######## game_board_ctl ########
game_board_ctl/pinout.png
(6 px per um) Pins as bars across the die edge, other pins in gray.
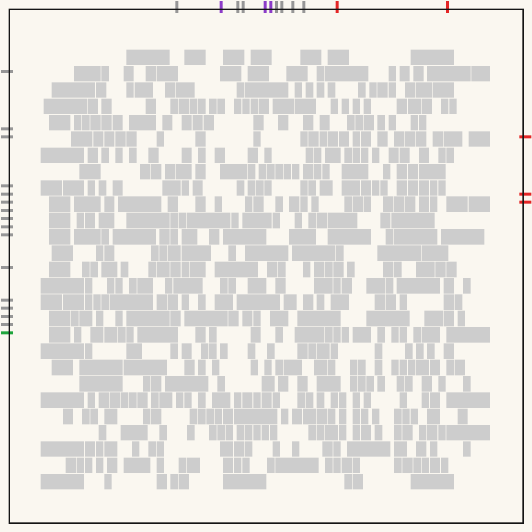
game_board_ctl/gates.png
(6 px per um)
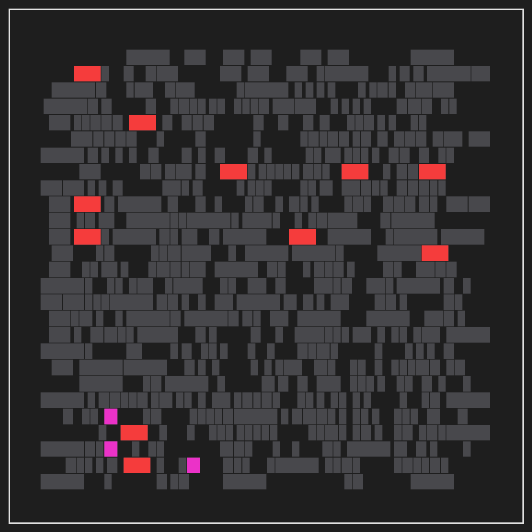
### config.mk
export PLATFORM = sky130hd
export DESIGN_NAME = game_board_ctl
export DESIGN_NICKNAME = d
export VERILOG_FILES = /design/src/rtl/game_pkg.sv /design/src/rtl/game_board_ctl_wrap_counter.sv /design/src/rtl/game_board_ctl.sv
export SDC_FILE = /design/constraint.sdc
export NUM_CORES = 1
export LEC_CHECK = 0
export ABC_AREA = 1
export CORE_MARGIN = 5
export CORE_UTILIZATION = 55
export DETAILED_ROUTE_END_ITERATION = 10
export GPL_TIMING_DRIVEN = 1
export PLACE_DENSITY = 0.74
export SYNTH_ARGS = -nofsm -noshare
export SYNTH_HDL_FRONTEND = slang
export SYNTH_SLANG_ARGS = --single-unit
### constraint.sdc
create_clock -name i_clk -period 2.9 [get_ports i_clk]
set_clock_uncertainty 0.15 [all_clocks]
set_input_delay 0.435 -clock i_clk [delete_from_list [all_inputs] [get_ports i_clk]]
set_output_delay 0.435 -clock i_clk [all_outputs]
set_load 0.03 [all_outputs]
### src/rtl/game_pkg.sv
// game_pkg: shared game states, board-size limits and the size-clamping helper.
// Exports:
//   game_state_t       - controller state enum (IDLE, PLAY, CHECK, FLASH, WON)
//   BOARD_SIZE_MIN/MAX - legal range of the board size N
//   BOARD_SIZE_DEFAULT - N used after reset and for out-of-range requests
//   clamp_board_size   - maps a requested N onto a legal N
package game_pkg;

    typedef enum logic [2:0] {
        S_IDLE,
        S_PLAY,
        S_CHECK,
        S_FLASH,
        S_WON
    } game_state_t;

    localparam logic [2:0] BOARD_SIZE_MIN     = 3'd2;
    localparam logic [2:0] BOARD_SIZE_MAX     = 3'd5;
    localparam logic [2:0] BOARD_SIZE_DEFAULT = 3'd3;

    function automatic logic [2:0] clamp_board_size(input logic [2:0] sel);
        return (sel >= BOARD_SIZE_MIN && sel <= BOARD_SIZE_MAX) ? sel : BOARD_SIZE_DEFAULT;
    endfunction

endpackage

### src/rtl/game_board_ctl_wrap_counter.sv
// wrap_counter: one cursor axis, counting 0..limit-1 with wrap-around.
// Ports:
//   i_clk, i_rst - clock, synchronous active-high reset
//   i_clear      - force the value to 0
//   i_inc, i_dec - one-cycle move strobes; both at once cancel
//   i_limit      - number of cells on this axis (M = N*N)
//   o_value      - registered cursor coordinate
module wrap_counter (
    input  logic       i_clk,
    input  logic       i_rst,
    input  logic       i_clear,
    input  logic       i_inc,
    input  logic       i_dec,
    input  logic [4:0] i_limit,
    output logic [4:0] o_value
);

    logic [4:0] r_value;

    always_ff @(posedge i_clk) begin
        if (i_rst || i_clear)
            r_value <= '0;
        else if (i_inc && !i_dec)
            r_value <= (r_value == i_limit - 5'd1) ? 5'd0 : r_value + 5'd1;
        else if (i_dec && !i_inc)
            r_value <= (r_value == 5'd0) ? i_limit - 5'd1 : r_value - 5'd1;
    end

    assign o_value = r_value;

endmodule

### src/rtl/game_board_ctl.sv
// game_board_ctl: game sequencing FSM, board-size latch, cursor and validator handshake.
// Ports:
//   i_clk, i_rst                     - pixel clock, synchronous active-high reset
//   i_start, i_quit                  - begin / abandon a game (strobes)
//   i_size_sel                       - requested board size, sampled on start
//   i_key_up/down/left/right         - cursor move strobes
//   i_check_req                      - request a solution check (strobe)
//   i_check_done, i_check_ok         - validator result strobe and verdict
//   o_check_start                    - one-cycle pulse to the validator
//   o_is_game_on, o_board_size       - overlay enable and latched N
//   o_incorrect, o_won               - failed-check highlight, solved flag
//   o_cursor_x, o_cursor_y           - cursor cell, 0..N*N-1
module game_board_ctl
    import game_pkg::*;
#(
    parameter int FLASH_CYCLES = 32_500_000
) (
    input  logic       i_clk,
    input  logic       i_rst,
    input  logic       i_start,
    input  logic       i_quit,
    input  logic [2:0] i_size_sel,
    input  logic       i_key_up,
    input  logic       i_key_down,
    input  logic       i_key_left,
    input  logic       i_key_right,
    input  logic       i_check_req,
    input  logic       i_check_done,
    input  logic       i_check_ok,
    output logic       o_check_start,
    output logic       o_is_game_on,
    output logic [2:0] o_board_size,
    output logic       o_incorrect,
    output logic       o_won,
    output logic [4:0] o_cursor_x,
    output logic [4:0] o_cursor_y
);

    localparam int             FW         = $clog2(FLASH_CYCLES + 1);
    localparam logic [FW-1:0]  FLASH_LOAD = FW'(FLASH_CYCLES - 1);

    game_state_t   r_state, w_next;
    logic [FW-1:0] r_flash, w_flash_next;
    logic [2:0]    r_board_size;
    logic          r_check_start, r_is_game_on, r_incorrect, r_won;
    logic          w_check_start, w_clear, w_move;
    logic [4:0]    w_limit;

    always_comb begin
        w_next        = r_state;
        w_flash_next  = r_flash;
        w_check_start = 1'b0;
        case (r_state)
            S_IDLE:  if (i_start) w_next = S_PLAY;
            S_PLAY:  if (i_check_req) begin
                         w_next        = S_CHECK;
                         w_check_start = 1'b1;
                     end
            // A result arriving alongside our own check_start pulse predates the request.
            S_CHECK: if (i_check_done && !r_check_start) begin
                         w_next = i_check_ok ? S_WON : S_FLASH;
                         if (!i_check_ok) w_flash_next = FLASH_LOAD;
                     end
            S_FLASH: if (r_flash == '0) w_next = S_PLAY;
                     else w_flash_next = r_flash - 1'b1;
            S_WON:   if (i_start) w_next = S_PLAY;
            default: w_next = S_IDLE;
        endcase
        if (i_quit && r_state != S_IDLE) begin
            w_next        = S_IDLE;
            w_check_start = 1'b0;
            w_flash_next  = '0;
        end
    end

    // A fresh game (from IDLE or WON) relatches N and homes the cursor.
    assign w_clear = (w_next == S_PLAY) && (r_state == S_IDLE || r_state == S_WON);
    assign w_move  = (r_state == S_PLAY || r_state == S_FLASH) && !i_quit;
    assign w_limit = {2'b00, r_board_size} * {2'b00, r_board_size};

    always_ff @(posedge i_clk) begin
        if (i_rst) begin
            r_state       <= S_IDLE;
            r_flash       <= '0;
            r_board_size  <= BOARD_SIZE_DEFAULT;
            r_check_start <= 1'b0;
            r_is_game_on  <= 1'b0;
            r_incorrect   <= 1'b0;
            r_won         <= 1'b0;
        end else begin
            r_state       <= w_next;
            r_flash       <= w_flash_next;
            if (w_clear) r_board_size <= clamp_board_size(i_size_sel);
            r_check_start <= w_check_start;
            r_is_game_on  <= (w_next != S_IDLE);
            r_incorrect   <= (w_next == S_FLASH);
            r_won         <= (w_next == S_WON);
        end
    end

    wrap_counter u_cursor_x (
        .i_clk   (i_clk),
        .i_rst   (i_rst),
        .i_clear (w_clear),
        .i_inc   (w_move && i_key_right),
        .i_dec   (w_move && i_key_left),
        .i_limit (w_limit),
        .o_value (o_cursor_x)
    );

    wrap_counter u_cursor_y (
        .i_clk   (i_clk),
        .i_rst   (i_rst),
        .i_clear (w_clear),
        .i_inc   (w_move && i_key_down),
        .i_dec   (w_move && i_key_up),
        .i_limit (w_limit),
        .o_value (o_cursor_y)
    );

    assign o_check_start = r_check_start;
    assign o_is_game_on  = r_is_game_on;
    assign o_board_size  = r_board_size;
    assign o_incorrect   = r_incorrect;
    assign o_won         = r_won;

endmodule

==> run summary <==
This memo summarizes the results of the implementation run.

Power
The script computed a power per unit cell area of 464 nW/um2. The design internal power is ~1.0 mW.

CTS
The clock passes through at most 2 buffers.

GRT
The highest-utilization routing layer at the global route stage is met2.

Critical path
The largest stage delay on the critical path is about 0.64 ns.

Floorplan
The y dimension of the die is 85.4 um.

Layout
The ratio of cells with drive above 1 in the final layout is 0.0427. In the layout the commonest cells are sky130_fd_sc_hd__nand2_1 (142), sky130_fd_sc_hd__nor2_1 (64), sky130_fd_sc_hd__nand3_1 (59), sky130_fd_sc_hd__inv_1 (51), sky130_fd_sc_hd__a21oi_1 (51).

Outcome
The flow ran to the end, and the final reports show no timing, DRC or antenna violations.

Timing
The share of the clock period used by the worst path is 0.762.

Yosys
The cell-mix breakdown from Yosys lists the compound-gate area share as 0.135. The post-synthesis share of cell area spent on full adders, half adders and majority gates is 0.0440. The number of cells reported by Yosys stat comes to 513. The post-synthesis cell count is slightly above 500.

Worst hold path
The class of the worst hold path is reg -> reg. The number of cells traversed by the worst hold path is 2.
## Picture notes: game_board_ctl/pinout.png
- red: o_cursor_x (pins 5; direction output; edge 3 east, 2 north)
- green: o_check_start (pins 1; direction output; edge west)
- purple: o_board_size (pins 3; direction output; edge north)
- all pins by edge: 16 west, 12 north, 3 east

## Picture notes: game_board_ctl/gates.png
- magenta: and/or cells (cells 3; most used or2_2)
- red: fa/ha/maj cells (cells 11; most used ha_1; where spread over the die)


######## lut_sweep_engine_flat ########
lut_sweep_engine_flat/placed.png
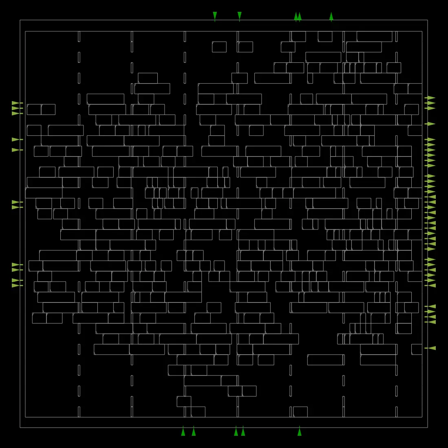
lut_sweep_engine_flat/sizing.png
(4 px per um)
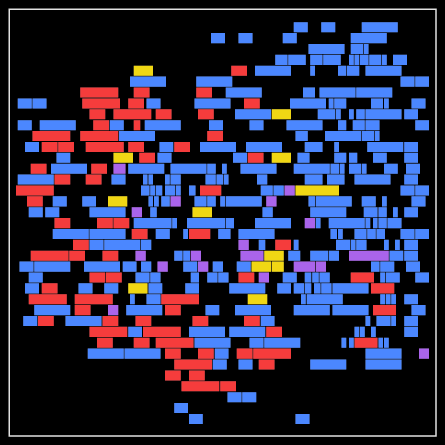
$ cat config.mk
export PLATFORM = sky130hd
export DESIGN_NAME = lut_sweep_engine_flat
export DESIGN_NICKNAME = d
export VERILOG_FILES = /design/src/rtl/lut_sweep_engine_pkg.sv /design/src/rtl/lut_sweep_engine_if.sv /design/src/rtl/lut_sweep_engine_lut_bank.sv /design/src/rtl/lut_sweep_engine.sv /design/src/flat_wrapper.sv
export SDC_FILE = /design/constraint.sdc
export NUM_CORES = 1
export LEC_CHECK = 0
export CORE_UTILIZATION = 35
export CTS_CLUSTER_DIAMETER = 40
export DETAILED_ROUTE_END_ITERATION = 7
export SYNTH_ARGS = -nofsm -noshare
export SYNTH_HDL_FRONTEND = slang
export SYNTH_HIERARCHICAL = 1
export SYNTH_SLANG_ARGS = --single-unit
$ cat constraint.sdc
create_clock -name clk -period 3.3 [get_ports clk]
set_clock_uncertainty 0.05 [all_clocks]
set_input_delay 0.33 -clock clk [delete_from_list [all_inputs] [get_ports clk]]
set_output_delay 0.33 -clock clk [all_outputs]
set_load 0.02 [all_outputs]
$ cat src/rtl/lut_sweep_engine_pkg.sv
// Shared types and sizing helpers for the LUT sweep engine.
// The default table reproduces the 4-input f4/f5/f6 breadboard functions.
package lut_sweep_pkg;

    typedef enum logic [1:0] {
        IDLE = 2'd0,
        RUN  = 2'd1,
        DONE = 2'd2
    } state_t;

    localparam int DEF_N_IN  = 4;
    localparam int DEF_N_OUT = 3;

    // {f2, f1, f0}; bit i of each table is f(i), index = {w,x,y,z}
    localparam logic [47:0] DEF_LUT_INIT = 48'h212E_111F_8888;

    function automatic int lut_depth(input int n_in);
        return 1 << n_in;
    endfunction

    function automatic int sel_width(input int n_out);
        return (n_out > 1) ? $clog2(n_out) : 1;
    endfunction

    function automatic int cnt_width(input int n_in);
        return n_in + 1;
    endfunction

endpackage

$ cat src/rtl/lut_sweep_engine_if.sv
// Config, sweep-control and result-stream signals of the LUT sweep engine.
// master drives config/start/ready; slave (the engine) drives the result beat and status.
interface lut_sweep_engine_if
    import lut_sweep_pkg::*;
#(
    parameter int N_IN  = DEF_N_IN,
    parameter int N_OUT = DEF_N_OUT
);
    localparam int DEPTH = lut_depth(N_IN);
    localparam int SEL_W = sel_width(N_OUT);
    localparam int CNT_W = cnt_width(N_IN);

    logic                     cfg_we;
    logic [SEL_W-1:0]         cfg_sel;
    logic [DEPTH-1:0]         cfg_data;
    logic                     start;
    logic [N_IN-1:0]          range_lo;
    logic [N_IN-1:0]          range_hi;
    logic                     busy;
    logic                     out_valid;
    logic                     out_ready;
    logic [N_IN-1:0]          out_idx;
    logic [N_OUT-1:0]         out_f;
    logic                     out_last;
    logic                     done;
    logic [N_OUT*CNT_W-1:0]   ones_cnt;

    modport master (
        output cfg_we, cfg_sel, cfg_data, start, range_lo, range_hi, out_ready,
        input  busy, out_valid, out_idx, out_f, out_last, done, ones_cnt
    );

    modport slave (
        input  cfg_we, cfg_sel, cfg_data, start, range_lo, range_hi, out_ready,
        output busy, out_valid, out_idx, out_f, out_last, done, ones_cnt
    );

endinterface

$ cat src/rtl/lut_sweep_engine_lut_bank.sv
// N_OUT truth tables with one write port and a registered read of all functions at one index.
// Read data lands one cycle after the address; a same-cycle write to a table is forwarded.
module lut_bank
    import lut_sweep_pkg::*;
#(
    parameter int N_IN  = DEF_N_IN,
    parameter int N_OUT = DEF_N_OUT,
    parameter logic [N_OUT*lut_depth(N_IN)-1:0] LUT_INIT = DEF_LUT_INIT
) (
    input  logic                         clk,
    input  logic                         rst_n,
    input  logic                         i_we,
    input  logic [sel_width(N_OUT)-1:0]  i_sel,
    input  logic [lut_depth(N_IN)-1:0]   i_wdata,
    input  logic [N_IN-1:0]              i_raddr,
    output logic [N_OUT-1:0]             o_rdata
);
    localparam int DEPTH = lut_depth(N_IN);
    localparam int SEL_W = sel_width(N_OUT);

    logic [DEPTH-1:0] r_tbl [N_OUT];
    logic [N_OUT-1:0] r_rdata;

    always_ff @(posedge clk or negedge rst_n) begin
        if (!rst_n) begin
            for (int k = 0; k < N_OUT; k++) begin
                r_tbl[k] <= LUT_INIT[k*DEPTH +: DEPTH];
            end
            r_rdata <= '0;
        end else begin
            for (int k = 0; k < N_OUT; k++) begin
                if (i_we && (i_sel == SEL_W'(k))) begin
                    r_tbl[k]   <= i_wdata;
                    r_rdata[k] <= i_wdata[i_raddr];
                end else begin
                    r_rdata[k] <= r_tbl[k][i_raddr];
                end
            end
        end
    end

    assign o_rdata = r_rdata;

endmodule

$ cat src/rtl/lut_sweep_engine.sv
// Sweeps an index range through the LUT bank, streaming one beat per index; first beat 1 cycle after start.
// Beats hold while out_ready is low; with out_ready high the stream runs one beat per clock.
module lut_sweep_engine
    import lut_sweep_pkg::*;
#(
    parameter int N_IN  = DEF_N_IN,
    parameter int N_OUT = DEF_N_OUT,
    parameter logic [N_OUT*lut_depth(N_IN)-1:0] LUT_INIT = DEF_LUT_INIT
) (
    input  logic               clk,
    input  logic               rst_n,
    lut_sweep_engine_if.slave  bus
);
    localparam int CNT_W = cnt_width(N_IN);

    state_t                 r_state;
    state_t                 w_state_nxt;
    logic [N_IN-1:0]        r_idx;
    logic [N_IN-1:0]        r_hi;
    logic [CNT_W-1:0]       r_cnt [N_OUT];

    logic                   w_start_acc;
    logic                   w_cfg_we;
    logic                   w_valid;
    logic                   w_last;
    logic                   w_xfer;
    logic [N_IN-1:0]        w_idx_inc;
    logic [N_IN-1:0]        w_raddr;
    logic [N_OUT-1:0]       w_f;
    logic [N_OUT*CNT_W-1:0] w_ones;

    assign w_start_acc = bus.start && (r_state == IDLE);
    assign w_cfg_we    = bus.cfg_we && (r_state == IDLE) && (32'(bus.cfg_sel) < N_OUT);
    assign w_valid     = (r_state == RUN);
    assign w_last      = w_valid && (r_idx == r_hi);
    assign w_xfer      = w_valid && bus.out_ready;
    assign w_idx_inc   = r_idx + N_IN'(1);

    // Address the bank with the index that will be presented next cycle so out_f tracks out_idx.
    assign w_raddr = w_start_acc            ? bus.range_lo :
                     (w_xfer && !w_last)    ? w_idx_inc    :
                                              r_idx;

    lut_bank #(
        .N_IN     (N_IN),
        .N_OUT    (N_OUT),
        .LUT_INIT (LUT_INIT)
    ) u_lut_bank (
        .clk      (clk),
        .rst_n    (rst_n),
        .i_we     (w_cfg_we),
        .i_sel    (bus.cfg_sel),
        .i_wdata  (bus.cfg_data),
        .i_raddr  (w_raddr),
        .o_rdata  (w_f)
    );

    always_comb begin
        w_state_nxt = r_state;
        case (r_state)
            IDLE:    if (bus.start) w_state_nxt = RUN;
            RUN:     if (w_xfer && w_last) w_state_nxt = DONE;
            DONE:    w_state_nxt = IDLE;
            default: w_state_nxt = IDLE;
        endcase
    end

    always_ff @(posedge clk or negedge rst_n) begin
        if (!rst_n) begin
            r_state <= IDLE;
            r_idx   <= '0;
            r_hi    <= '0;
            for (int k = 0; k < N_OUT; k++) begin
                r_cnt[k] <= '0;
            end
        end else begin
            r_state <= w_state_nxt;
            if (w_start_acc) begin
                r_idx <= bus.range_lo;
                r_hi  <= bus.range_hi;
                for (int k = 0; k < N_OUT; k++) begin
                    r_cnt[k] <= '0;
                end
            end else if (w_xfer) begin
                for (int k = 0; k < N_OUT; k++) begin
                    r_cnt[k] <= r_cnt[k] + CNT_W'(w_f[k]);
                end
                if (!w_last) begin
                    r_idx <= w_idx_inc;
                end
            end
        end
    end

    always_comb begin
        w_ones = '0;
        for (int k = 0; k < N_OUT; k++) begin
            w_ones[k*CNT_W +: CNT_W] = r_cnt[k];
        end
    end

    assign bus.busy      = (r_state != IDLE);
    assign bus.done      = (r_state == DONE);
    assign bus.out_valid = w_valid;
    assign bus.out_last  = w_last;
    assign bus.out_idx   = r_idx;
    assign bus.out_f     = w_f;
    assign bus.ones_cnt  = w_ones;

endmodule

$ cat src/flat_wrapper.sv
// flat-port wrapper written by rule: the top's interface ports become plain ports
module lut_sweep_engine_flat import lut_sweep_pkg::*;
#(
    parameter int N_IN  = DEF_N_IN,
    parameter int N_OUT = DEF_N_OUT,
    parameter logic [N_OUT*lut_depth(N_IN)-1:0] LUT_INIT = DEF_LUT_INIT
)
  (clk, rst_n, bus_cfg_we, bus_cfg_sel, bus_cfg_data, bus_start, bus_range_lo, bus_range_hi, bus_out_ready, bus_busy, bus_out_valid, bus_out_idx, bus_out_f, bus_out_last, bus_done, bus_ones_cnt);
  lut_sweep_engine_if #(.N_IN(N_IN), .N_OUT(N_OUT)) bus_i ();
  input  logic clk;
  input  logic rst_n;
  input wire logic [$bits(bus_i.cfg_we)-1:0] bus_cfg_we;
  input wire logic [$bits(bus_i.cfg_sel)-1:0] bus_cfg_sel;
  input wire logic [$bits(bus_i.cfg_data)-1:0] bus_cfg_data;
  input wire logic [$bits(bus_i.start)-1:0] bus_start;
  input wire logic [$bits(bus_i.range_lo)-1:0] bus_range_lo;
  input wire logic [$bits(bus_i.range_hi)-1:0] bus_range_hi;
  input wire logic [$bits(bus_i.out_ready)-1:0] bus_out_ready;
  output wire logic [$bits(bus_i.busy)-1:0] bus_busy;
  output wire logic [$bits(bus_i.out_valid)-1:0] bus_out_valid;
  output wire logic [$bits(bus_i.out_idx)-1:0] bus_out_idx;
  output wire logic [$bits(bus_i.out_f)-1:0] bus_out_f;
  output wire logic [$bits(bus_i.out_last)-1:0] bus_out_last;
  output wire logic [$bits(bus_i.done)-1:0] bus_done;
  output wire logic [$bits(bus_i.ones_cnt)-1:0] bus_ones_cnt;
  assign bus_i.cfg_we = bus_cfg_we;
  assign bus_i.cfg_sel = bus_cfg_sel;
  assign bus_i.cfg_data = bus_cfg_data;
  assign bus_i.start = bus_start;
  assign bus_i.range_lo = bus_range_lo;
  assign bus_i.range_hi = bus_range_hi;
  assign bus_i.out_ready = bus_out_ready;
  assign bus_busy = bus_i.busy;
  assign bus_out_valid = bus_i.out_valid;
  assign bus_out_idx = bus_i.out_idx;
  assign bus_out_f = bus_i.out_f;
  assign bus_out_last = bus_i.out_last;
  assign bus_done = bus_i.done;
  assign bus_ones_cnt = bus_i.ones_cnt;
  lut_sweep_engine #(.N_IN(N_IN), .N_OUT(N_OUT), .LUT_INIT(LUT_INIT)) u_core (.clk(clk), .rst_n(rst_n), .bus(bus_i));
endmodule
==> run summary <==
This memo summarizes the results of the implementation run.

Outcome
The flow ran to the end, and the final reports show no timing, DRC or antenna violations.

GRT
For met1 alone, demand over resource in global routing was 0.213. The global-route met2 utilization is 0.240. Entering global routing, the biggest net connects 77 pins. The met3 layer usage reported by global route is 0.0288.

Critical path
STA classifies the critical path endpoint as a register. The kind of critical path is reg -> reg. For flop-to-flop paths, the worst setup slack is approximately 0.4 ns. The worst register-to-register path has a depth of 8.

The capture point of the critical path is u_core/u_lut_bank/o_rdata[0]$_DFF_PN0_.

Timing
The highest achievable clock rate is between 0.3 and 0.4 GHz.

CTS
The number of gates resized after CTS was 0. The tree is rooted in a sky130_fd_sc_hd__clkbuf_8. After clock tree synthesis, the clock-pin slew on the worst setup and hold paths is 0.08 ns. TritonCTS built the clock tree.

The H-tree was split into 3 levels.

Yosys
The number of distinct library cell variants in the gate-level netlist after synthesis is 43. Yosys mapped a number of flops with a built-in enable equal to 0. The fraction of synthesized cell area in xor and xnor cells is 0.0378.

Layout
Of the total standard cell area in the layout, the multi-input combinational portion is 0.379.

Place
Detailed placement reports a standard cell area of around 4600 um2.

Floorplan
The effective utilization at floorplan is 0.366.
## Picture notes: lut_sweep_engine_flat/placed.png
Core Area: 10400 um2
n_taps: 136
number of standard cells in the final layout excluding fillers: 510
num sequential: 76

## Picture notes: lut_sweep_engine_flat/sizing.png
- red: x2 (cells 74; share 20%)
- purple: x3 and x4 (cells 18; share 4.8%)
- blue: x1 and smaller (cells 270; share 72%)
- yellow: x6 and larger (cells 12; share 3.2%)


######## button_click_classifier ########
[src/rtl/button_pkg.sv]
// Shared types for the push-button gesture classifier.
// Event codes are for consumers that encode the pulse outputs.
package button_pkg;

  typedef enum logic [2:0] {
    IDLE   = 3'd0,
    PRESS1 = 3'd1,
    WAIT2  = 3'd2,
    PRESS2 = 3'd3,
    HELD   = 3'd4
  } click_state_t;

  typedef logic [1:0] ev_code_t;

  localparam ev_code_t EV_NONE   = 2'd0;
  localparam ev_code_t EV_SINGLE = 2'd1;
  localparam ev_code_t EV_DOUBLE = 2'd2;
  localparam ev_code_t EV_LONG   = 2'd3;

endpackage

[src/rtl/press_timer.sv]
// Saturating up-counter with sync clear, enable and a
// terminal-count flag against a runtime limit.
module press_timer #(
  parameter int CNT_W = 25
) (
  input  logic             clk,
  input  logic             rst,
  input  logic             clear,
  input  logic             enable,
  input  logic [CNT_W-1:0] limit,
  output logic             at_term
);

  logic [CNT_W-1:0] count;

  assign at_term = (count == limit);

  always_ff @(posedge clk or posedge rst) begin
    if (rst) begin
      count <= '0;
    end else if (clear) begin
      count <= '0;
    end else if (enable && !at_term) begin
      count <= count + CNT_W'(1);
    end
  end

endmodule

[src/rtl/button_click_classifier.sv]
// Classifies debounced press/release pulses into single click,
// double click, long press and auto-repeat event pulses.
module button_click_classifier
  import button_pkg::*;
#(
  parameter int LONG_CYCLES   = 25_000_000,
  parameter int DCLICK_CYCLES = 10_000_000,
  parameter int REPEAT_CYCLES = 5_000_000,
  parameter int CNT_W         = 25
) (
  input  logic clk,
  input  logic rst,
  input  logic pb_posedge,
  input  logic pb_negedge,
  output logic single_click,
  output logic double_click,
  output logic long_press,
  output logic repeat_tick,
  output logic busy
);

  localparam bit REP_ON = (REPEAT_CYCLES != 0);
  localparam logic [CNT_W-1:0] LONG_T = CNT_W'(LONG_CYCLES - 1);
  localparam logic [CNT_W-1:0] DCLK_T = CNT_W'(DCLICK_CYCLES - 1);
  localparam logic [CNT_W-1:0] REP_T =
    REP_ON ? CNT_W'(REPEAT_CYCLES - 1) : '0;

  click_state_t     state;
  click_state_t     nxt;
  ev_code_t         ev;
  logic             rep;
  logic             m_term;
  logic             r_term;
  logic [CNT_W-1:0] m_limit;

  assign m_limit = (state == PRESS1) ? LONG_T : DCLK_T;

  press_timer #(.CNT_W(CNT_W)) u_main (
    .clk     (clk),
    .rst     (rst),
    .clear   (nxt != state),
    .enable  ((state == PRESS1) || (state == WAIT2)),
    .limit   (m_limit),
    .at_term (m_term)
  );

  // Wrap is a clear on terminal count; leaving HELD also clears.
  press_timer #(.CNT_W(CNT_W)) u_rep (
    .clk     (clk),
    .rst     (rst),
    .clear   ((state != HELD) || r_term),
    .enable  ((state == HELD) && REP_ON),
    .limit   (REP_T),
    .at_term (r_term)
  );

  always_comb begin
    nxt = state;
    ev  = EV_NONE;
    rep = 1'b0;
    unique case (state)
      IDLE: begin
        if (pb_posedge && !pb_negedge) nxt = PRESS1;
      end
      PRESS1: begin
        if (pb_negedge) begin
          nxt = WAIT2;
        end else if (m_term) begin
          nxt = HELD;
          ev  = EV_LONG;
        end
      end
      WAIT2: begin
        if (pb_posedge && !pb_negedge) begin
          nxt = PRESS2;
        end else if (m_term) begin
          nxt = IDLE;
          ev  = EV_SINGLE;
        end
      end
      PRESS2: begin
        if (pb_negedge) begin
          nxt = IDLE;
          ev  = EV_DOUBLE;
        end
      end
      HELD: begin
        if (pb_negedge) begin
          nxt = IDLE;
        end else if (REP_ON && r_term) begin
          rep = 1'b1;
        end
      end
      default: nxt = IDLE;
    endcase
  end

  always_ff @(posedge clk or posedge rst) begin
    if (rst) begin
      state        <= IDLE;
      single_click <= 1'b0;
      double_click <= 1'b0;
      long_press   <= 1'b0;
      repeat_tick  <= 1'b0;
      busy         <= 1'b0;
    end else begin
      state        <= nxt;
      single_click <= (ev == EV_SINGLE);
      double_click <= (ev == EV_DOUBLE);
      long_press   <= (ev == EV_LONG);
      repeat_tick  <= rep;
      busy         <= (nxt != IDLE);
    end
  end

endmodule
[config.mk]
export PLATFORM = sky130hd
export DESIGN_NAME = button_click_classifier
export DESIGN_NICKNAME = d
export VERILOG_FILES = /design/src/rtl/button_pkg.sv /design/src/rtl/press_timer.sv /design/src/rtl/button_click_classifier.sv
export SDC_FILE = /design/constraint.sdc
export NUM_CORES = 1
export LEC_CHECK = 0
export ABC_AREA = 0
export CAP_MARGIN = 20
export CELL_PAD_IN_SITES_DETAIL_PLACEMENT = 1
export CELL_PAD_IN_SITES_GLOBAL_PLACEMENT = 1
export CORE_MARGIN = 3
export CORE_UTILIZATION = 35
export CTS_CLUSTER_DIAMETER = 30
export CTS_CLUSTER_SIZE = 20
export DETAILED_ROUTE_END_ITERATION = 10
export GPL_TIMING_DRIVEN = 0
export PLACE_DENSITY = 0.63
export SLEW_MARGIN = 10
export SYNTH_ARGS = -nofsm -noshare
export SYNTH_HDL_FRONTEND = slang
export SYNTH_SLANG_ARGS = --single-unit
[constraint.sdc]
create_clock -name clk -period 3 [get_ports clk]
set_clock_uncertainty 0.15 [all_clocks]
set_input_delay 0.6 -clock clk [delete_from_list [all_inputs] [get_ports clk]]
set_output_delay 0.6 -clock clk [all_outputs]
set_load 0.05 [all_outputs]
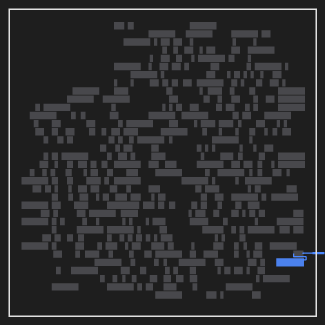
button_click_classifier/port_trees.png
(3 px per um)
- blue: busy (bits 1; direction output; edge east; end cells 1; buffers 1; wire 10.9 um)

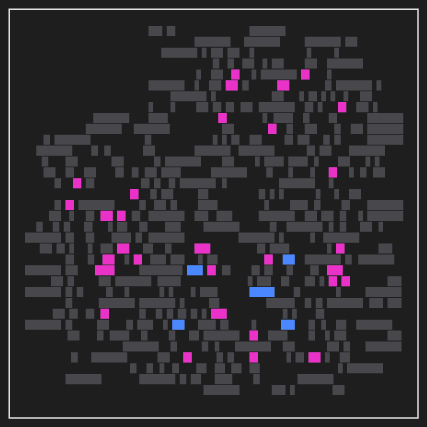
button_click_classifier/gates.png
(4 px per um)
- blue: non-inverting ao/oa cells (cells 5; most used o31a_1)
- magenta: and/or cells (cells 30; most used and3_1)

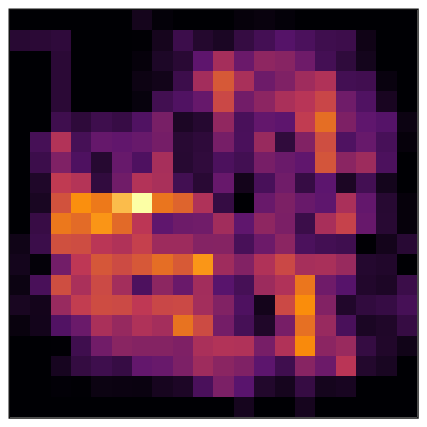
button_click_classifier/route_heat.png
(4 px per um) The die is cut into 20 by 20 equal tiles; black is low, pale yellow is high, scaled to the fullest tile. Values are wire area over tile area, all layers added.
- mean over tiles: 0.11
- fullest tile: 0.50
- nearly empty tiles: 23%

==> run summary <==
This memo summarizes the results of the implementation run.

Outcome
The flow ran to the end, and the final reports show no timing, DRC or antenna violations.

CTS
The number of clock sinks seen by CTS is 58.

Timing
Setup repair after global routing left no endpoint under its margin. The final timing summary puts the cycle share of the worst path at 0.864. For the finished layout, the period the worst path requires is approximately 2.6 ns.

Critical path
The worst register-to-register path begins at state[2]$_DFF_PP0_. The timing report shows that the slowest cell on the worst path is sky130_fd_sc_hd__nor4_2.

Routing
The routed layout has 2557 vias.

Layout
The layout report lists the combined flip-flop and latch area as roughly 1500 um2. After filler insertion, the fill cell instance count of the layout stands at 1029. Leaving out fill and tap cells, the most frequent cells in the layout are sky130_fd_sc_hd__dfrtp_1 (58), sky130_fd_sc_hd__nor2_1 (41), sky130_fd_sc_hd__nor3_1 (33), sky130_fd_sc_hd__xor2_1 (32).

Floorplan
The area of the placeable core is a little under 9000 um2.

Yosys
The synthesis report gives the async set-or-reset register share as 1.00. According to the Yosys statistics, the synthesized design has a chip area of 3210 um2. Per the synth stats, the flop cell with the highest instance count is sky130_fd_sc_hd__dfrtp_1.

Worst hold path
The class of the worst hold path is reg -> reg.

Place
The final HPWL from detailed placement is around 5.4 mm.

Power
The power report lists the combinational group at around 190 uW.

######## bwt_occ_responder ########
$ cat src/rtl/bwt_occ_responder.sv
// Responder for backward-control occurrence fetches: queues {k,l} requests, issues in-order
// cacheline reads, pairs the returned k/l lines and emits them tagged with read_num.
module bwt_occ_responder #(
  parameter int unsigned CL_W         = 512,
  parameter int unsigned ADDR_W       = 42,
  parameter int unsigned TAG_W        = 10,
  parameter int unsigned DEPTH        = 16,
  parameter int unsigned AFULL_MARGIN = 4
) (
  input  logic              clk,
  input  logic              rst,
  input  logic              request_valid,
  input  logic [ADDR_W-1:0] addr_k,
  input  logic [ADDR_W-1:0] addr_l,
  input  logic [TAG_W-1:0]  read_num,
  output logic              stall,
  output logic              mem_req_valid,
  output logic [ADDR_W-1:0] mem_req_addr,
  input  logic              mem_req_ready,
  input  logic              mem_rsp_valid,
  input  logic [CL_W-1:0]   mem_rsp_data,
  output logic              rsp_valid,
  output logic [TAG_W-1:0]  rsp_read_num,
  output logic [CL_W-1:0]   rsp_cl_k,
  output logic [CL_W-1:0]   rsp_cl_l,
  output logic [1:0]        err
);

  localparam int unsigned PTR_W = $clog2(DEPTH);
  localparam int unsigned CNT_W = PTR_W + 1;
  localparam logic [CNT_W-1:0] FULL_CNT  = CNT_W'(DEPTH);
  localparam logic [CNT_W-1:0] AFULL_CNT = CNT_W'(DEPTH - AFULL_MARGIN);

  typedef struct packed {
    logic [TAG_W-1:0]  tag;
    logic [ADDR_W-1:0] k;
    logic [ADDR_W-1:0] l;
    logic              same;
  } req_t;

  typedef struct packed {
    logic [TAG_W-1:0] tag;
    logic             same;
  } tag_t;

  typedef enum logic [1:0] {IDLE, ISSUE_K, ISSUE_L} issue_state_t;
  typedef enum logic {WAIT_K, WAIT_L} rsp_state_t;

  issue_state_t state, state_nxt;
  rsp_state_t   rstate, rstate_nxt;

  req_t             req_mem [DEPTH];
  tag_t             tag_mem [DEPTH];
  logic [PTR_W-1:0] req_wr_ptr, req_rd_ptr, req_rd_ptr_nxt;
  logic [PTR_W-1:0] tag_wr_ptr, tag_rd_ptr;
  logic [CNT_W-1:0] req_count, req_count_nxt, tag_count, tag_count_nxt;

  logic [ADDR_W-1:0] cur_l, cur_l_nxt;
  logic [TAG_W-1:0]  cur_tag, cur_tag_nxt;
  logic              cur_same, cur_same_nxt;

  req_t req_in, head_nxt;
  tag_t tag_in, tag_head;
  logic mem_hs, final_hs, req_push, req_pop, tag_push, tag_pop, start, drop, orphan;
  logic              mem_req_valid_nxt;
  logic [ADDR_W-1:0] mem_req_addr_nxt;
  logic              rsp_valid_nxt;
  logic [TAG_W-1:0]  rsp_read_num_nxt;
  logic [CL_W-1:0]   rsp_cl_k_nxt, rsp_cl_l_nxt;

  // Issue side: the next pair may start from IDLE or straight after the final handshake,
  // taking its head from the FIFO or, when the FIFO is about to be empty, from the input.
  always_comb begin
    req_in         = '{tag: read_num, k: addr_k, l: addr_l, same: (addr_k == addr_l)};
    tag_in         = '{tag: cur_tag, same: cur_same};
    mem_hs         = mem_req_valid & mem_req_ready;
    final_hs       = mem_hs & ((state == ISSUE_L) | ((state == ISSUE_K) & cur_same));
    req_pop        = final_hs;
    req_push       = request_valid & ((req_count != FULL_CNT) | req_pop);
    drop           = request_valid & ~req_push;
    req_count_nxt  = req_count + CNT_W'(req_push) - CNT_W'(req_pop);
    req_rd_ptr_nxt = req_rd_ptr + PTR_W'(req_pop);
    head_nxt       = ((req_count == CNT_W'(req_pop)) & req_push) ? req_in : req_mem[req_rd_ptr_nxt];
    tag_push       = final_hs;
    tag_count_nxt  = tag_count + CNT_W'(tag_push) - CNT_W'(tag_pop);
    start          = ((state == IDLE) | final_hs) & (req_count_nxt != '0) & (tag_count_nxt != FULL_CNT);

    state_nxt         = state;
    mem_req_valid_nxt = mem_req_valid;
    mem_req_addr_nxt  = mem_req_addr;
    cur_l_nxt         = cur_l;
    cur_tag_nxt       = cur_tag;
    cur_same_nxt      = cur_same;
    if (start) begin
      state_nxt         = ISSUE_K;
      mem_req_valid_nxt = 1'b1;
      mem_req_addr_nxt  = head_nxt.k;
      cur_l_nxt         = head_nxt.l;
      cur_tag_nxt       = head_nxt.tag;
      cur_same_nxt      = head_nxt.same;
    end else if (final_hs) begin
      state_nxt         = IDLE;
      mem_req_valid_nxt = 1'b0;
    end else if (mem_hs) begin
      state_nxt        = ISSUE_L;
      mem_req_addr_nxt = cur_l;
    end
  end

  // Response side: pair in-order beats against the head of the in-flight tag FIFO.
  always_comb begin
    tag_head         = tag_mem[tag_rd_ptr];
    rstate_nxt       = rstate;
    tag_pop          = 1'b0;
    orphan           = 1'b0;
    rsp_valid_nxt    = 1'b0;
    rsp_read_num_nxt = rsp_read_num;
    rsp_cl_k_nxt     = rsp_cl_k;
    rsp_cl_l_nxt     = rsp_cl_l;
    if (mem_rsp_valid) begin
      if (rstate == WAIT_L) begin
        rsp_cl_l_nxt     = mem_rsp_data;
        tag_pop          = 1'b1;
        rsp_valid_nxt    = 1'b1;
        rsp_read_num_nxt = tag_head.tag;
        rstate_nxt       = WAIT_K;
      end else if (tag_count == '0) begin
        orphan = 1'b1;
      end else begin
        rsp_cl_k_nxt = mem_rsp_data;
        if (tag_head.same) begin
          rsp_cl_l_nxt     = mem_rsp_data;
          tag_pop          = 1'b1;
          rsp_valid_nxt    = 1'b1;
          rsp_read_num_nxt = tag_head.tag;
        end else begin
          rstate_nxt = WAIT_L;
        end
      end
    end
  end

  always_ff @(posedge clk) begin
    if (rst) begin
      state         <= IDLE;
      rstate        <= WAIT_K;
      req_wr_ptr    <= '0;
      req_rd_ptr    <= '0;
      req_count     <= '0;
      tag_wr_ptr    <= '0;
      tag_rd_ptr    <= '0;
      tag_count     <= '0;
      cur_l         <= '0;
      cur_tag       <= '0;
      cur_same      <= 1'b0;
      mem_req_valid <= 1'b0;
      mem_req_addr  <= '0;
      stall         <= 1'b0;
      rsp_valid     <= 1'b0;
      rsp_read_num  <= '0;
      rsp_cl_k      <= '0;
      rsp_cl_l      <= '0;
      err           <= '0;
    end else begin
      state         <= state_nxt;
      rstate        <= rstate_nxt;
      req_wr_ptr    <= req_wr_ptr + PTR_W'(req_push);
      req_rd_ptr    <= req_rd_ptr_nxt;
      req_count     <= req_count_nxt;
      tag_wr_ptr    <= tag_wr_ptr + PTR_W'(tag_push);
      tag_rd_ptr    <= tag_rd_ptr + PTR_W'(tag_pop);
      tag_count     <= tag_count_nxt;
      cur_l         <= cur_l_nxt;
      cur_tag       <= cur_tag_nxt;
      cur_same      <= cur_same_nxt;
      mem_req_valid <= mem_req_valid_nxt;
      mem_req_addr  <= mem_req_addr_nxt;
      stall         <= (req_count >= AFULL_CNT);
      rsp_valid     <= rsp_valid_nxt;
      rsp_read_num  <= rsp_read_num_nxt;
      rsp_cl_k      <= rsp_cl_k_nxt;
      rsp_cl_l      <= rsp_cl_l_nxt;
      err           <= err | {orphan, drop};
    end
  end

  // FIFO storage needs no reset; validity is tracked by the pointers and counts.
  always_ff @(posedge clk) begin
    if (req_push) req_mem[req_wr_ptr] <= req_in;
    if (tag_push) tag_mem[tag_wr_ptr] <= tag_in;
  end

endmodule

$ cat config.mk
export PLATFORM = sky130hd
export DESIGN_NAME = bwt_occ_responder
export DESIGN_NICKNAME = d
export VERILOG_FILES = /design/src/rtl/bwt_occ_responder.sv
export SDC_FILE = /design/constraint.sdc
export NUM_CORES = 2
export LEC_CHECK = 0
export ABC_AREA = 0
export ABC_CLOCK_PERIOD_IN_PS = 8800
export CORE_AREA = 2 2 652 654
export DETAILED_ROUTE_END_ITERATION = 16
export DIE_AREA = 0 0 654 656
export SETUP_SLACK_MARGIN = 0.3
export SLEW_MARGIN = 25
export SYNTH_ARGS = -nofsm -noshare
export SYNTH_HDL_FRONTEND = slang
export SYNTH_SLANG_ARGS = --single-unit
$ cat constraint.sdc
create_clock -name clk -period 8.8 [get_ports clk]
set_clock_uncertainty 0.15 [all_clocks]
set_input_delay 0.88 -clock clk [delete_from_list [all_inputs] [get_ports clk]]
set_output_delay 0.88 -clock clk [all_outputs]
set_load 0.01 [all_outputs]
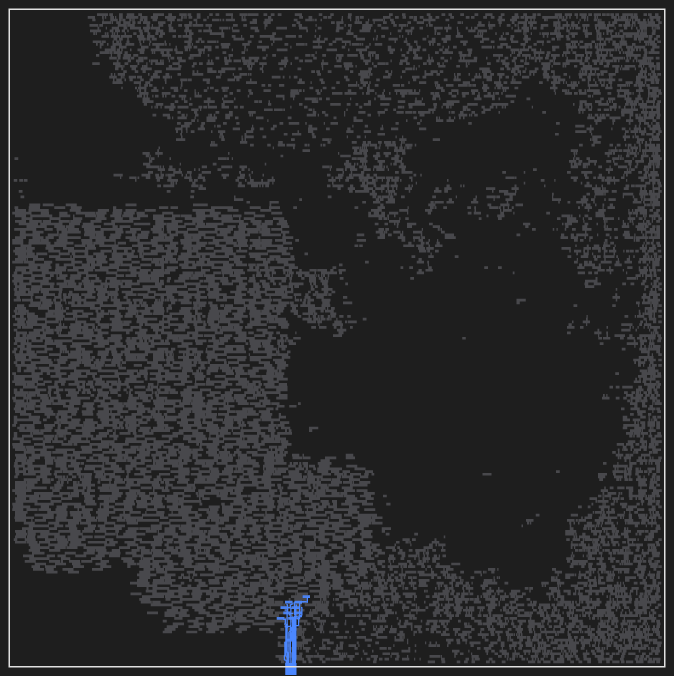
bwt_occ_responder/port_trees.png
(1 px per um)
- blue: rsp_read_num (bits 10; direction output; edge south; end cells 10; buffers 10; wire 671 um)

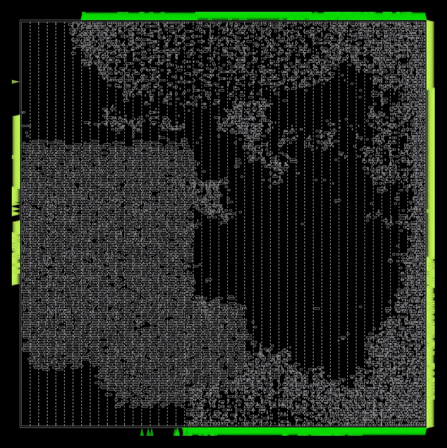
bwt_occ_responder/placed.png
number of standard cells in the final layout excluding fillers: 15189
Core Area: 422000 um2
flop share of the area: 0.531
share of the core filled with cells: 0.331

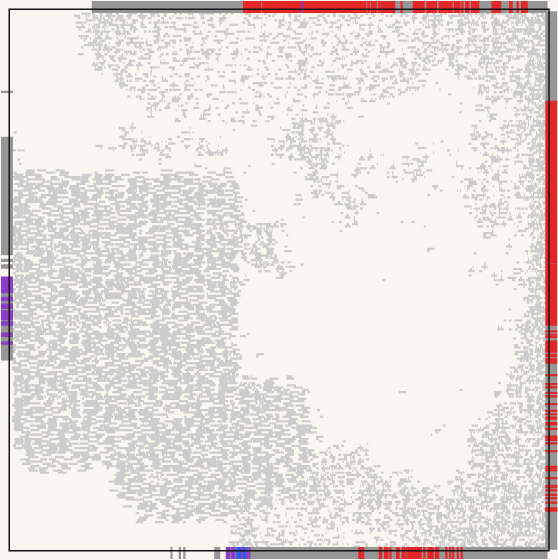
bwt_occ_responder/pinout.png
Pins as bars across the die edge, other pins in gray.
- purple: mem_req_addr (pins 42; direction output; edge 33 west, 8 south, 1 north)
- blue: rsp_read_num (pins 10; direction output; edge south)
- red: mem_rsp_data (pins 512; direction input; edge 245 east, 229 north, 38 south)

==> run summary <==
This memo summarizes the results of the implementation run.

Routing
The violation count after the first detailed-routing iteration is between 7000 and 8000. The highest layer touched by signal routing is met5.

Critical path
For flop-to-flop paths, the worst setup slack is 2.89 ns.

Power
Power comes to 41.5 mW.

Timing
Hold timing on the final database bottoms out at a slack of about 0.3 ns. Dividing the final minimum period by the clock period gives 0.672. The final setup slack of the worst path is 2.89 ns. The setup-violating endpoint count in the final report is 0.

Layout
The area added between synthesis and finish is 32.5%. The largest contributor to cell area by class is flip-flops and latches. Ranked by flip-flop count, first place goes to req_mem.

The number of flip-flops and latches is about 2900.

Flow run
The total of max-cap violations is 0.

GRT
The global routing report lists met2 layer usage as 0.390.

Outcome
The run finished with clean final reports.

Yosys
Of the post-synthesis cell area, the dominant cell type holds 0.483. Synthesis produced a netlist whose cell count is between 7000 and 8000.

######## clk_enable_scheduler ########
[src/rtl/clk_enable_scheduler_pkg.sv]
// Shared definitions for the clock-enable scheduler: state encodings, default sizing
// and the build switch for the double-rate buffer enable.
package clk_enable_scheduler_pkg;

    typedef enum logic [1:0] {
        ST_RUN  = 2'd0,
        ST_PEND = 2'd1,
        ST_HOLD = 2'd2
    } ces_state_t;

    localparam int CES_DIV_W       = 4;
    localparam int CES_DEFAULT_DIV = 4;

    // Builds without the double-clocked cache read buffer tie ce_double low.
    localparam bit CACHE_READ_BUFFER_AT_DOUBLE_CLOCK = 1'b1;

endpackage

[src/rtl/clk_enable_scheduler_ce_period_counter.sv]
// Period counter for the enable scheduler: counts 0..div-1 while running and flags
// the last count of a period (boundary) and the last count of its first half (half).
module ce_period_counter
    import clk_enable_scheduler_pkg::*;
#(
    parameter int DIV_W = CES_DIV_W
) (
    input  logic             clk,
    input  logic             reset,
    input  logic             run,
    input  logic             load_zero,
    input  logic [DIV_W-1:0] div,
    output logic             boundary,
    output logic             half
);

    localparam logic [DIV_W-1:0] ONE = DIV_W'(1);

    logic [DIV_W-1:0] cnt_q;
    logic [DIV_W-1:0] cnt_d;

    always_comb begin
        boundary = run && (cnt_q == (div - ONE));
        half     = run && (cnt_q == ((div >> 1) - ONE));
        cnt_d    = cnt_q;
        if (load_zero) begin
            cnt_d = '0;
        end else if (run) begin
            cnt_d = boundary ? '0 : cnt_q + ONE;
        end
    end

    always_ff @(posedge clk or posedge reset) begin
        if (reset) begin
            cnt_q <= '0;
        end else begin
            cnt_q <= cnt_d;
        end
    end

endmodule

[src/rtl/clk_enable_scheduler.sv]
// Clock-enable scheduler: single-cycle core and double-rate buffer enables from one
// fabric clock, with boundary-aligned ratio changes and a parking hold.
module clk_enable_scheduler
    import clk_enable_scheduler_pkg::*;
#(
    parameter int DIV_W       = CES_DIV_W,
    parameter int DEFAULT_DIV = CES_DEFAULT_DIV
) (
    input  logic             clk,
    input  logic             reset,
    input  logic             cfg_valid,
    input  logic [DIV_W-1:0] cfg_div,
    output logic             cfg_ready,
    output logic             cfg_done,
    output logic             cfg_err,
    input  logic             hold_req,
    output logic             held,
    output logic             ce_core,
    output logic             ce_double,
    output logic [DIV_W-1:0] cur_div
);

    ces_state_t       state_q, state_d;
    logic [DIV_W-1:0] cur_div_q, cur_div_d;
    logic [DIV_W-1:0] pend_div_q, pend_div_d;
    logic             ce_core_q, ce_core_d;
    logic             ce_double_q, ce_double_d;
    logic             cfg_done_q, cfg_done_d;
    logic             cfg_err_q, cfg_err_d;

    logic boundary;
    logic half;
    logic xfer;
    logic cnt_run;
    logic cnt_zero;

    // Even and non-zero covers both limits: the largest even DIV_W-bit value is 2^DIV_W-2.
    function automatic logic div_ok(input logic [DIV_W-1:0] d);
        return (d[0] == 1'b0) && (d != '0);
    endfunction

    assign cnt_run  = (state_q != ST_HOLD);
    assign cnt_zero = (state_q == ST_HOLD);

    ce_period_counter #(
        .DIV_W (DIV_W)
    ) u_period (
        .clk       (clk),
        .reset     (reset),
        .run       (cnt_run),
        .load_zero (cnt_zero),
        .div       (cur_div_q),
        .boundary  (boundary),
        .half      (half)
    );

    assign xfer = cfg_valid && (state_q == ST_RUN);

    always_comb begin
        state_d     = state_q;
        cur_div_d   = cur_div_q;
        pend_div_d  = pend_div_q;
        cfg_done_d  = 1'b0;
        cfg_err_d   = 1'b0;
        ce_core_d   = boundary;
        ce_double_d = CACHE_READ_BUFFER_AT_DOUBLE_CLOCK && (boundary || half);

        unique case (state_q)
            ST_RUN: begin
                cfg_err_d = xfer && !div_ok(cfg_div);
                // An accepted ratio wins over a same-edge hold; the hold is taken at the
                // following boundary, after the new ratio is in force.
                if (xfer && div_ok(cfg_div)) begin
                    pend_div_d = cfg_div;
                    state_d    = ST_PEND;
                end else if (boundary && hold_req) begin
                    state_d = ST_HOLD;
                end
            end
            ST_PEND: begin
                if (boundary) begin
                    cur_div_d  = pend_div_q;
                    cfg_done_d = 1'b1;
                    state_d    = hold_req ? ST_HOLD : ST_RUN;
                end
            end
            ST_HOLD: begin
                if (!hold_req) begin
                    state_d = ST_RUN;
                end
            end
            default: state_d = ST_RUN;
        endcase
    end

    always_ff @(posedge clk or posedge reset) begin
        if (reset) begin
            state_q     <= ST_RUN;
            cur_div_q   <= DIV_W'(DEFAULT_DIV);
            ce_core_q   <= 1'b0;
            ce_double_q <= 1'b0;
            cfg_done_q  <= 1'b0;
            cfg_err_q   <= 1'b0;
        end else begin
            state_q     <= state_d;
            cur_div_q   <= cur_div_d;
            ce_core_q   <= ce_core_d;
            ce_double_q <= ce_double_d;
            cfg_done_q  <= cfg_done_d;
            cfg_err_q   <= cfg_err_d;
        end
    end

    // The pending ratio is only read in PEND, which reset never leaves us in.
    always_ff @(posedge clk) begin
        pend_div_q <= pend_div_d;
    end

    assign cfg_ready = (state_q == ST_RUN);
    assign held      = (state_q == ST_HOLD);
    assign ce_core   = ce_core_q;
    assign ce_double = ce_double_q;
    assign cfg_done  = cfg_done_q;
    assign cfg_err   = cfg_err_q;
    assign cur_div   = cur_div_q;

endmodule

[config.mk]
export PLATFORM = sky130hd
export DESIGN_NAME = clk_enable_scheduler
export DESIGN_NICKNAME = d
export VERILOG_FILES = /design/src/rtl/clk_enable_scheduler_pkg.sv /design/src/rtl/clk_enable_scheduler_ce_period_counter.sv /design/src/rtl/clk_enable_scheduler.sv
export SDC_FILE = /design/constraint.sdc
export NUM_CORES = 1
export LEC_CHECK = 0
export CORE_ASPECT_RATIO = 0.8
export CORE_MARGIN = 8
export CORE_UTILIZATION = 45
export DETAILED_ROUTE_END_ITERATION = 10
export PLACE_DENSITY = 0.8
export SLEW_MARGIN = 40
export SYNTH_ARGS = -nofsm -noshare
export SYNTH_HDL_FRONTEND = slang
export SYNTH_HIERARCHICAL = 1
export SYNTH_SLANG_ARGS = --single-unit
[constraint.sdc]
create_clock -name clk -period 2.1 [get_ports clk]
set_clock_uncertainty 0.15 [all_clocks]
set_input_delay 0.21 -clock clk [delete_from_list [all_inputs] [get_ports clk]]
set_output_delay 0.21 -clock clk [all_outputs]
set_load 0.01 [all_outputs]
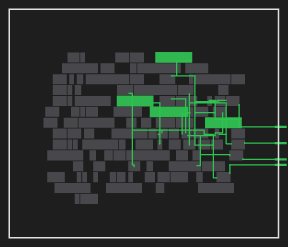
clk_enable_scheduler/port_trees.png
(4 px per um)
- green: cur_div (bits 4; direction output; edge east; end cells 4; buffers 7; wire 260 um)

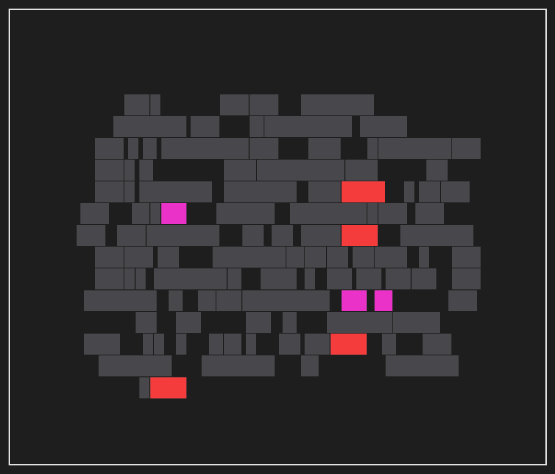
clk_enable_scheduler/gates.png
(8 px per um)
- red: fa/ha/maj cells (cells 4; most used ha_1)
- magenta: and/or cells (cells 3)

==> run summary <==
This memo summarizes the results of the implementation run.

Outcome
The flow ran to the end, and the final reports show no timing, DRC or antenna violations.

Routing
The total length of routed met3 wires is 180 um. The post-detailed-routing wire length is approximately 2 mm.

Yosys
The post-synthesis share of cell area spent on full adders, half adders and majority gates is 0.0536. Per the post-synthesis report, the nets total 91. The main area contributors are sky130_fd_sc_hd__dfrtp_1 (35%), sky130_fd_sc_hd__edfxtp_1 (13%), sky130_fd_sc_hd__xor2_1 (5.6%). The proportion of register bits with asynchronous set or reset after synthesis is 0.778. The share of synthesized area in the top cell type comes to 0.349.

Critical path
Looking at the setup timing report, the critical path kind is reg -> out. The kind of launch point of the worst setup path is a register. The timing report lists the critical path depth as 2 cells.

Timing
After routing, the total negative slack on setup checks comes to 0 ns. For reference, the final report shows the hold violation count at 0.

Floorplan
The area of the die is 3800 um2. The effective utilization at floorplan is 0.484. The row count is 14. The number of well-tap cells placed is 24.

CTS
The post-cts repair resize count is 2. In this run the deepest clock path goes through 2 buffers. TritonCTS built the clock tree. The clock latency of the later-clocked register in the worst-skew pair is slightly below 0.3 ns.

Layout
The area added between synthesis and finish is 33.6%. The most common cell after layout, fill and taps aside is sky130_fd_sc_hd__clkdlybuf4s50_1.

Power
Sequential cells consume a total of around 640 uW. The flow reported a cell area power density of roughly 1700 nW/um2.

GRT
The first global-routing pass estimated between 3 and 4 mm of wire.

Worst hold path
STA lists the startpoint of the worst hold path as cfg_valid.

Place
Summing all placed instances gives a cell area of between 1000 and 1500 um2.


==> gallery <==
Sizing map.
shot_01.png
(8 px per um)
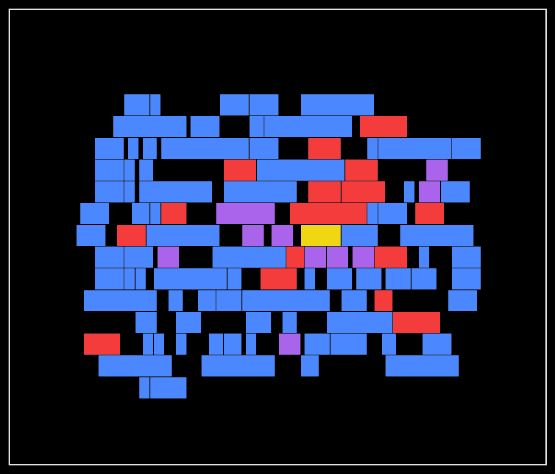
shot_02.png
(4 px per um)
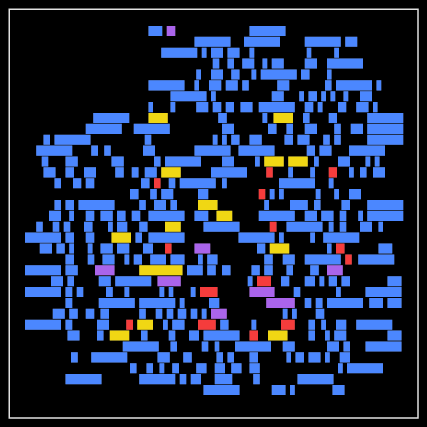
shot_03.png
(6 px per um)
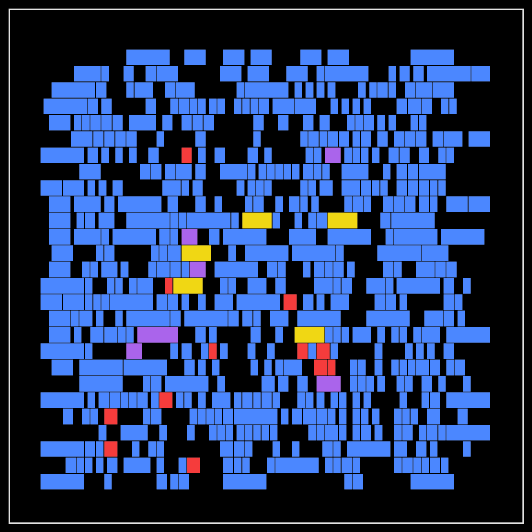
shot_02.png comes from button_click_classifier.
shot_03.png comes from game_board_ctl.
shot_01.png comes from clk_enable_scheduler.
- fewest cells: shot_01.png

Power and IR drop assume default switching activity.
